=== bcd_entry_display_flat ===
Fig. 1: bcd_entry_display_flat, signal wires on met1
Supply wires on this layer in grey.
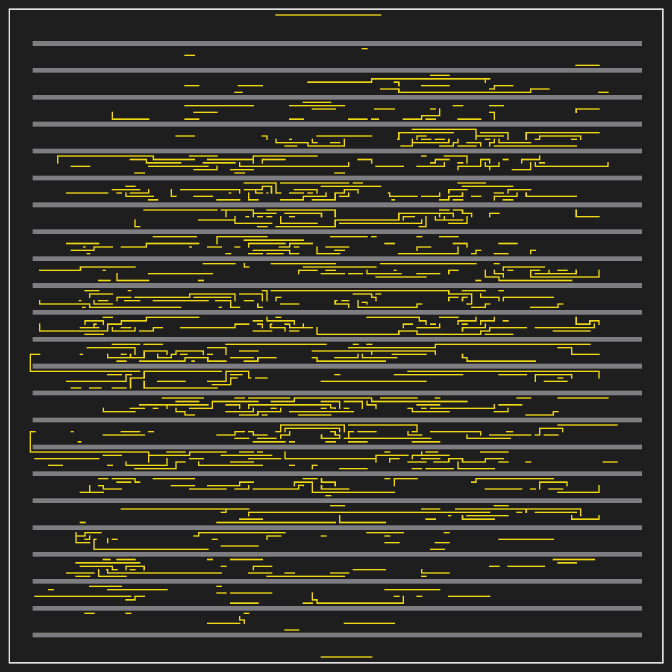

==> config.mk <==
export PLATFORM = sky130hd
export DESIGN_NAME = bcd_entry_display_flat
export DESIGN_NICKNAME = d
export VERILOG_FILES = /design/src/rtl/bcd_entry_display_if.sv /design/src/rtl/bcd_entry_display.sv /design/src/flat_wrapper.sv
export SDC_FILE = /design/constraint.sdc
export NUM_CORES = 1
export LEC_CHECK = 0
export ABC_AREA = 1
export CORE_MARGIN = 2
export CORE_UTILIZATION = 55
export DETAILED_ROUTE_END_ITERATION = 10
export PLACE_DENSITY = 0.86
export SLEW_MARGIN = 40
export SYNTH_ARGS = -nofsm -noshare
export SYNTH_HDL_FRONTEND = slang
export SYNTH_SLANG_ARGS = --single-unit
==> constraint.sdc <==
create_clock -name clk -period 4.51 [get_ports clk]
set_input_delay 0.6765 -clock clk [delete_from_list [all_inputs] [get_ports clk]]
set_output_delay 0.6765 -clock clk [all_outputs]
set_load 0.02 [all_outputs]
==> src/rtl/bcd_entry_display_if.sv <==
// Keypad-to-entry-register bus: encoder inputs and control go in, digits and display come out.
interface bcd_entry_display_if #(
  parameter int unsigned NDIG = 4
);
  logic [3:0]        D;
  logic              valid;
  logic              load_en;
  logic              clear;
  logic [4*NDIG-1:0] digits;
  logic [2:0]        count;
  logic              full;
  logic [6:0]        seg;
  logic [NDIG-1:0]   an;

  modport master (
    output D, valid, load_en, clear,
    input  digits, count, full, seg, an
  );

  modport slave (
    input  D, valid, load_en, clear,
    output digits, count, full, seg, an
  );
endinterface

==> src/rtl/bcd_entry_display.sv <==
// Debounces keypad presses, shifts accepted BCD digits into an entry register
// and drives a time-multiplexed seven-segment display from that register.
module bcd_entry_display #(
  parameter int unsigned NDIG     = 4,
  parameter int unsigned SCAN_DIV = 4,
  parameter int unsigned DEBOUNCE = 2
) (
  input  logic                clk,
  input  logic                resetn,
  bcd_entry_display_if.slave  bus
);

  localparam int unsigned HW = $clog2(DEBOUNCE + 1);
  localparam int unsigned DW = (SCAN_DIV > 1) ? $clog2(SCAN_DIV) : 1;
  localparam int unsigned IW = (NDIG > 1) ? $clog2(NDIG) : 1;

  typedef enum logic [1:0] {StIdle, StArm, StHeld} press_state_e;

  press_state_e      r_state, w_state_next;
  logic [HW-1:0]     r_hold, w_hold_next, w_hold_inc;
  logic              w_accept;

  logic [4*NDIG-1:0] r_digits, w_shift;
  logic [2:0]        r_count;
  logic              r_full;
  logic              w_load;

  logic [DW-1:0]     r_div;
  logic [IW-1:0]     r_idx, w_idx_next;
  logic              w_wrap;
  logic [3:0]        w_sel_digit;
  logic [6:0]        r_seg, w_seg_next;
  logic [NDIG-1:0]   r_an, w_an_next;

  function automatic logic [6:0] seg_decode(input logic [3:0] bcd);
    logic [6:0] s;
    case (bcd)
      4'd0:    s = 7'h3F;
      4'd1:    s = 7'h06;
      4'd2:    s = 7'h5B;
      4'd3:    s = 7'h4F;
      4'd4:    s = 7'h66;
      4'd5:    s = 7'h6D;
      4'd6:    s = 7'h7D;
      4'd7:    s = 7'h07;
      4'd8:    s = 7'h7F;
      4'd9:    s = 7'h6F;
      default: s = 7'h00;
    endcase
    return s;
  endfunction

  // Press FSM: one accept per press, after DEBOUNCE consecutive high samples.
  always_comb begin
    w_state_next = r_state;
    w_hold_next  = r_hold;
    w_hold_inc   = r_hold + HW'(1);
    w_accept     = 1'b0;
    case (r_state)
      StIdle: begin
        if (bus.valid) begin
          w_hold_next = HW'(1);
          if (DEBOUNCE == 1) begin
            w_accept     = 1'b1;
            w_state_next = StHeld;
          end else begin
            w_state_next = StArm;
          end
        end
      end
      StArm: begin
        if (bus.valid) begin
          w_hold_next = w_hold_inc;
          if (w_hold_inc == HW'(DEBOUNCE)) begin
            w_accept     = 1'b1;
            w_state_next = StHeld;
          end
        end else begin
          w_state_next = StIdle;
        end
      end
      StHeld: begin
        if (!bus.valid) w_state_next = StIdle;
      end
      default: w_state_next = StIdle;
    endcase
  end

  always_ff @(posedge clk or negedge resetn) begin
    if (!resetn) begin
      r_state <= StIdle;
      r_hold  <= '0;
    end else begin
      r_state <= w_state_next;
      r_hold  <= w_hold_next;
    end
  end

  // Accepts that are non-decimal, disabled or overflowing are silently dropped.
  always_comb begin
    w_load  = w_accept & bus.load_en & (bus.D <= 4'd9) & (r_count < 3'(NDIG));
    w_shift = (4*NDIG)'({r_digits, bus.D});
  end

  always_ff @(posedge clk or negedge resetn) begin
    if (!resetn) begin
      r_digits <= '0;
      r_count  <= '0;
      r_full   <= 1'b0;
    end else if (bus.clear) begin
      r_digits <= '0;
      r_count  <= '0;
      r_full   <= 1'b0;
    end else if (w_load) begin
      r_digits <= w_shift;
      r_count  <= r_count + 3'd1;
      r_full   <= ((r_count + 3'd1) == 3'(NDIG));
    end
  end

  // Display scan: seg/an are registered for the index being moved to.
  always_comb begin
    w_wrap      = (r_div == DW'(SCAN_DIV - 1));
    w_idx_next  = (r_idx == IW'(NDIG - 1)) ? '0 : r_idx + IW'(1);
    w_sel_digit = r_digits[4*w_idx_next +: 4];
    w_an_next   = ~(NDIG'(1) << w_idx_next);
    w_seg_next  = 7'h00;
    if (8'(w_idx_next) < 8'(r_count)) w_seg_next = seg_decode(w_sel_digit);
  end

  always_ff @(posedge clk or negedge resetn) begin
    if (!resetn) begin
      r_div <= '0;
      r_idx <= '0;
      r_seg <= '0;
      r_an  <= '1;
    end else if (w_wrap) begin
      r_div <= '0;
      r_idx <= w_idx_next;
      r_seg <= w_seg_next;
      r_an  <= w_an_next;
    end else begin
      r_div <= r_div + DW'(1);
    end
  end

  assign bus.digits = r_digits;
  assign bus.count  = r_count;
  assign bus.full   = r_full;
  assign bus.seg    = r_seg;
  assign bus.an     = r_an;

endmodule

==> src/flat_wrapper.sv <==
// flat-port wrapper written by rule: the top's interface ports become plain ports
module bcd_entry_display_flat 
#(
  parameter int unsigned NDIG     = 4,
  parameter int unsigned SCAN_DIV = 4,
  parameter int unsigned DEBOUNCE = 2
)
  (clk, resetn, bus_D, bus_valid, bus_load_en, bus_clear, bus_digits, bus_count, bus_full, bus_seg, bus_an);
  bcd_entry_display_if #(.NDIG(NDIG)) bus_i ();
  input  logic clk;
  input  logic resetn;
  input wire logic [$bits(bus_i.D)-1:0] bus_D;
  input wire logic [$bits(bus_i.valid)-1:0] bus_valid;
  input wire logic [$bits(bus_i.load_en)-1:0] bus_load_en;
  input wire logic [$bits(bus_i.clear)-1:0] bus_clear;
  output wire logic [$bits(bus_i.digits)-1:0] bus_digits;
  output wire logic [$bits(bus_i.count)-1:0] bus_count;
  output wire logic [$bits(bus_i.full)-1:0] bus_full;
  output wire logic [$bits(bus_i.seg)-1:0] bus_seg;
  output wire logic [$bits(bus_i.an)-1:0] bus_an;
  assign bus_i.D = bus_D;
  assign bus_i.valid = bus_valid;
  assign bus_i.load_en = bus_load_en;
  assign bus_i.clear = bus_clear;
  assign bus_digits = bus_i.digits;
  assign bus_count = bus_i.count;
  assign bus_full = bus_i.full;
  assign bus_seg = bus_i.seg;
  assign bus_an = bus_i.an;
  bcd_entry_display #(.NDIG(NDIG), .SCAN_DIV(SCAN_DIV), .DEBOUNCE(DEBOUNCE)) u_core (.clk(clk), .resetn(resetn), .bus(bus_i));
endmodule
=== keyboard_line_buffer ===
### src/rtl/keyboard_line_buffer.sv
// Line editor: collects printable characters with backspace editing, then on
// Enter streams the stored line out over valid/ready, terminated by 0x0D.
module keyboard_line_buffer #(
  parameter int DEPTH = 32,
  localparam int AW = $clog2(DEPTH)
) (
  input  logic          clk,
  input  logic          i_aclr_n,
  input  logic          i_char_en,
  input  logic [7:0]    i_char,
  input  logic          i_rdy,
  output logic          o_valid,
  output logic [7:0]    o_byte,
  output logic          o_last,
  output logic [AW:0]   o_len,
  output logic          o_busy,
  output logic          o_ovf,
  output logic          dbg_state
);

  // Handshake: a byte moves when o_valid & i_rdy at a rising edge; while
  // o_valid is high and i_rdy is low, o_byte and o_last hold their values.

  typedef enum logic {FILL = 1'b0, DRAIN = 1'b1} state_t;

  localparam logic [AW:0] DEPTH_L = (AW+1)'(DEPTH);
  localparam logic [7:0]  CH_BS   = 8'h08;
  localparam logic [7:0]  CH_CR   = 8'h0D;

  state_t       state;
  logic [AW:0]  len;
  logic [AW:0]  rd_ptr;
  logic [AW:0]  nxt_ptr;
  logic [7:0]   mem [DEPTH];
  logic         printable;
  logic         wr_en;
  logic         xfer;

  assign printable = (i_char >= 8'h20) && (i_char <= 8'h7E);
  assign wr_en     = (state == FILL) && i_char_en && printable && (len < DEPTH_L);
  assign xfer      = o_valid && i_rdy;
  assign nxt_ptr   = rd_ptr + (AW+1)'(1);

  assign o_len     = len;
  assign o_busy    = (state == DRAIN);
  assign dbg_state = state;

  // Storage is deliberately left unreset; only len decides what is valid.
  always_ff @(posedge clk) begin
    if (wr_en) mem[len[AW-1:0]] <= i_char;
  end

  always_ff @(posedge clk or negedge i_aclr_n) begin
    if (!i_aclr_n) begin
      state   <= FILL;
      len     <= '0;
      rd_ptr  <= '0;
      o_valid <= 1'b0;
      o_byte  <= 8'h00;
      o_last  <= 1'b0;
      o_ovf   <= 1'b0;
    end else begin
      case (state)
        FILL: begin
          if (i_char_en) begin
            if (printable) begin
              if (len < DEPTH_L) len <= len + (AW+1)'(1);
              else               o_ovf <= 1'b1;
            end else if (i_char == CH_BS) begin
              if (len != '0) len <= len - (AW+1)'(1);
            end else if (i_char == CH_CR) begin
              state   <= DRAIN;
              rd_ptr  <= '0;
              o_valid <= 1'b1;
              if (len != '0) begin
                o_byte <= mem[0];
                o_last <= 1'b0;
              end else begin
                o_byte <= CH_CR;
                o_last <= 1'b1;
              end
            end
          end
        end
        DRAIN: begin
          if (i_char_en) o_ovf <= 1'b1;
          if (xfer) begin
            if (o_last) begin
              state   <= FILL;
              len     <= '0;
              rd_ptr  <= '0;
              o_valid <= 1'b0;
              o_last  <= 1'b0;
            end else begin
              rd_ptr <= nxt_ptr;
              if (nxt_ptr < len) begin
                o_byte <= mem[nxt_ptr[AW-1:0]];
              end else begin
                o_byte <= CH_CR;
                o_last <= 1'b1;
              end
            end
          end
        end
        default: state <= FILL;
      endcase
    end
  end

endmodule
### config.mk
export PLATFORM = sky130hd
export DESIGN_NAME = keyboard_line_buffer
export DESIGN_NICKNAME = d
export VERILOG_FILES = /design/src/rtl/keyboard_line_buffer.sv
export SDC_FILE = /design/constraint.sdc
export NUM_CORES = 1
export LEC_CHECK = 0
export CAP_MARGIN = 20
export CORE_MARGIN = 4
export CORE_UTILIZATION = 50
export DETAILED_ROUTE_END_ITERATION = 16
export DONT_BUFFER_PORTS = 1
export MAX_ROUTING_LAYER = met4
export PLACE_DENSITY_LB_ADDON = 0.08
export SETUP_SLACK_MARGIN = 0.02
export SKIP_CTS_REPAIR_TIMING = 1
export SLEW_MARGIN = 0
export SYNTH_ARGS = -nofsm -noshare
export SYNTH_HDL_FRONTEND = slang
export SYNTH_SLANG_ARGS = --single-unit
### constraint.sdc
create_clock -name clk -period 3.7 [get_ports clk]
set_input_delay 0.555 -clock clk [delete_from_list [all_inputs] [get_ports clk]]
set_output_delay 0.555 -clock clk [all_outputs]
set_load 0.05 [all_outputs]

==> gallery <==
Placed standard cells.
shot_01.png
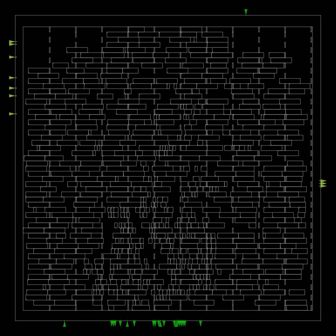
shot_02.png
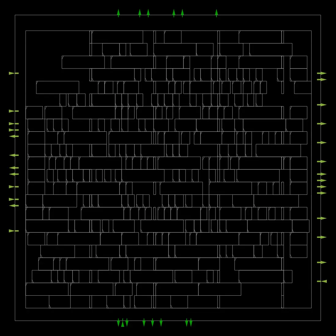
The one with the most cells is shot_01.png.
The one with the most sequential cells is shot_01.png.
shot_02.png is bcd_entry_display_flat.
shot_01.png is keyboard_line_buffer.

Fig. 2: keyboard_line_buffer, signal wires on met1
Supply wires on this layer in grey.
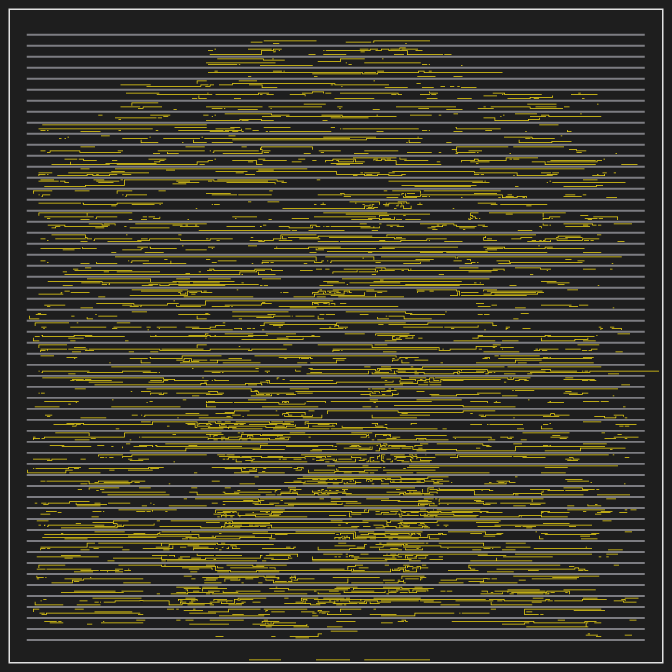
670 nets have wire on it. The longest straight run is 55.2 um.
met1 usage: 29.4%
vias: 6036
wirelength, routed: 25.8 mm

==> Changelog: implementation, keyboard_line_buffer <==
## Implementation

- Fraction of registers with async set or reset after synthesis: 8.57%
- PortBufs: 0
- Core ar.: 22800 um^2
- Fin. Hold Viols: 0
- Power Total: 0.00880 W
- Worst vdd ir: 469 uV
- Total grt overflow: 0
- Hold path cells: 0
- ANT cells: 0
- Clk cell area share: 7.07%
- Seq/total area: 63.7%
- DRT Pass-1 Iters: 6
- Worst slew pin tran: 936 ps
- Clock transition at path regs: 60 ps
- Cell Pwr Density: 676 nW/um^2
- Netlist cell types: 52
- Logic area: 3140 um^2
- Setup crit start: rd_ptr[1]
- Top logic family: multiplexers
- Status: completed
- Hold Path Origin: i_char[3]
- Setup Total Neg Slack: 0 ps
- Post-layout period usage: 83.3%
keyboard_line_buffer: cell usage in the layout, fill, tap and decap left out, types with 5 or more instances in the layout:
master and count:
a21oi_1 11, a32o_1 14, and3_1 6, buf_4 21
clkbuf_1 13, clkbuf_16 29, dfrtp_1 23, edfxtp_1 256
ha_1 9, inv_1 10, mux2i_1 20, mux4_1 8
mux4_2 56, nand2_1 49, nand3_1 17, nand4_1 7
nor2_1 43, o21ai_0 21, o31ai_1 6, xnor2_1 5
keyboard_line_buffer: metal layers:
| layer | global-route usage (%) | share of wire [%] | up-vias | routed length [um] |
|---|---|---|---|---|
| li1 | - | - | 2647 | - |
| met1 | 29.4 | 44 | 3141 | 11400 |
| met2 | 31.6 | 47 | 198 | 12200 |
| met3 | 3.29 | 5.9 | 50 | 1510 |
| met4 | 5.12 | 2.4 | 0 | 624 |
| met5 | - | 0 | - | 0 |
keyboard_line_buffer: state kept, by name, summed over array words and instances (netlist names):
register   count
rd_ptr         6
dbg_state      1
o_valid        1
o_byte         8
o_len          6
mem          256
o_ovf          1
o_last         1
keyboard_line_buffer: power by group:
group | switching, W | internal, W
Clock | 0.00113 | 0.00169
Combinational | 0.00114 | 0.000914
Sequential | 0.000358 | 0.00357
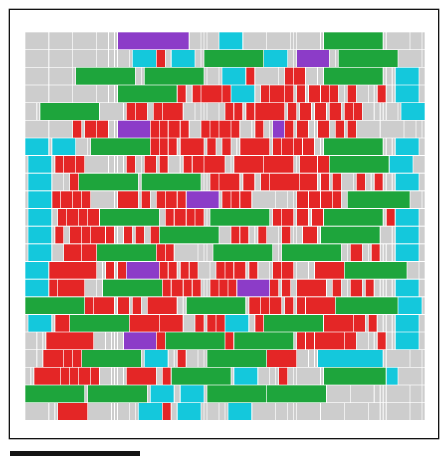
Fig. 3. Cell classes on the final placement (bcd_entry_display_flat).
Scale bar: 20 um. Fill, decap, tap and diode cells in grey.
Key: green = flip-flops [cells 39]; purple = clock drivers and dummy loads [cells 8]; red = all other logic [cells 204]; cyan = other buffers and delay cells [cells 40]

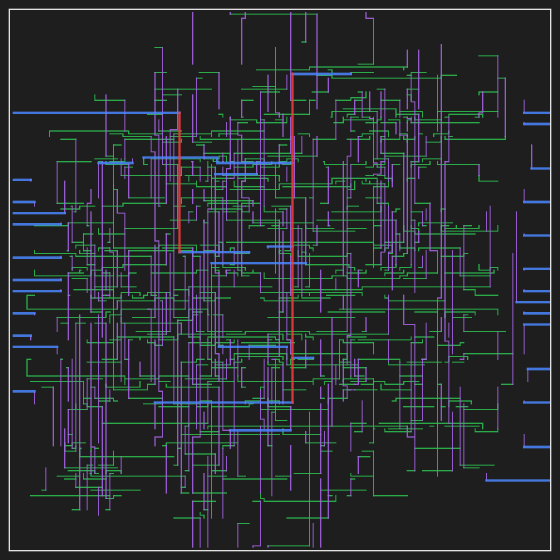
Fig. 4. Metal layers overlaid (bcd_entry_display_flat).
Key: red = met4 [wire length 57.1 um]; blue = met3 [wire length 206 um]; green = met1 [wire length 1820 um]; purple = met2 [wire length 2050 um]
gr usage total: 21.8%
vias: 1706
wire length per cell: 12.2 um
wirelength, routed: 4.13 mm

Notes on Fig. 1 above:
The longest straight run is 24.4 um. The wires run mostly horizontal.

==> Changelog: implementation, bcd_entry_display_flat <==
## Implementation

- Status: completed
- Met2 WL post-DR: 2.05 mm
- CTS Buf Count: 5
- Setup crit start: u_core.r_idx[0]
- Sw power: 0.000224 W
- Worst Hold Class: in -> async
- Seq/total area: 37.1%
- Netlist cell types: 26
- Vias in the first global route: 1597
- Effective utilization at floorplan: 57.2%
- Clk cell area share: 4.45%
- Clock buf count: 6
- CTS root buffer: clkbuf_8
- DP HPWL: 3.00 mm
- DIE WIDTH: 66.0 um
- Final Max Slew Viols: 0
- Antenna viol nets, final: 0
- Fraction of registers with async set or reset after synthesis: 100%
- Largest net degree at the start of global routing: 21
-- bcd_entry_display_flat: power by group through the flow --
stage | clock, W | combinational (W) | sequential [W]
2_1_floorplan | 0 | 0.0000792 | 0.000408
3_3_place_gp | 0 | 0.000126 | 0.000398
3_5_place_dp | 0 | 0.000139 | 0.000399
4_1_cts | 0.000309 | 0.000139 | 0.000393
5_1_grt | 0.000328 | 0.000152 | 0.000396
6_report | 0.000305 | 0.000137 | 0.000393
-- bcd_entry_display_flat: cell families after synthesis --
group	count (synthesis)	share of synthesized area [%]
and+or+nand+nor	133	28.6
DFF	39	46.5
buffers and inverters	37	8.00
AOI/OAI and AO/OA	25	7.11
adders and majority gates	15	8.89
xor gates and xnor gates	1	0.415
muxes	1	0.533
-- bcd_entry_display_flat: critical path, cell delays in order, from the launching register on --
cell	delay, ps
dfrtp_1	440
ha_1	230
nor2_1	540
nand2_1	100
nand3_1	110
nand2_1	140
ha_1	320
nand3b_1	180
nand3_1	80
nand3_1	70
nand2_1	60


==> layout pictures side by side <==
Signal metal coverage by tile.
picture 1
The die is cut into 13 by 13 equal tiles; black is low, pale yellow is high, scaled to the fullest tile. Values are wire area over tile area, all layers added.
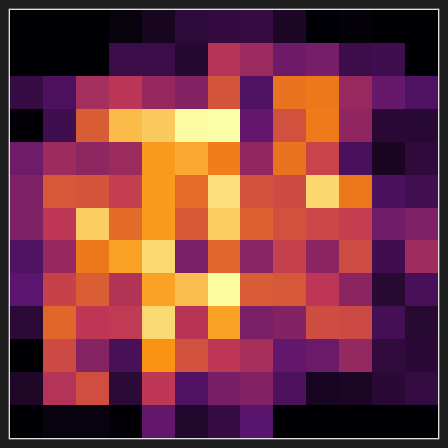
picture 2
The die is cut into 32 by 32 equal tiles; black is low, pale yellow is high, scaled to the fullest tile. Values are wire area over tile area, all layers added.
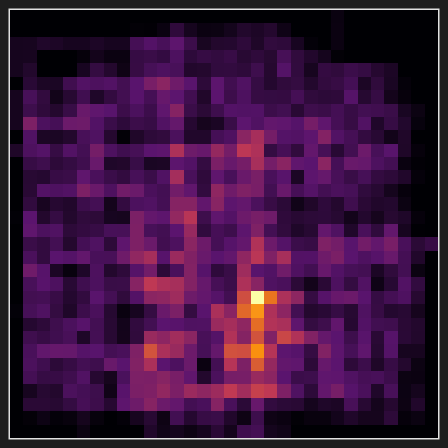
- picture 1 = bcd_entry_display_flat
- picture 2 = keyboard_line_buffer

Power and IR drop assume default switching activity.
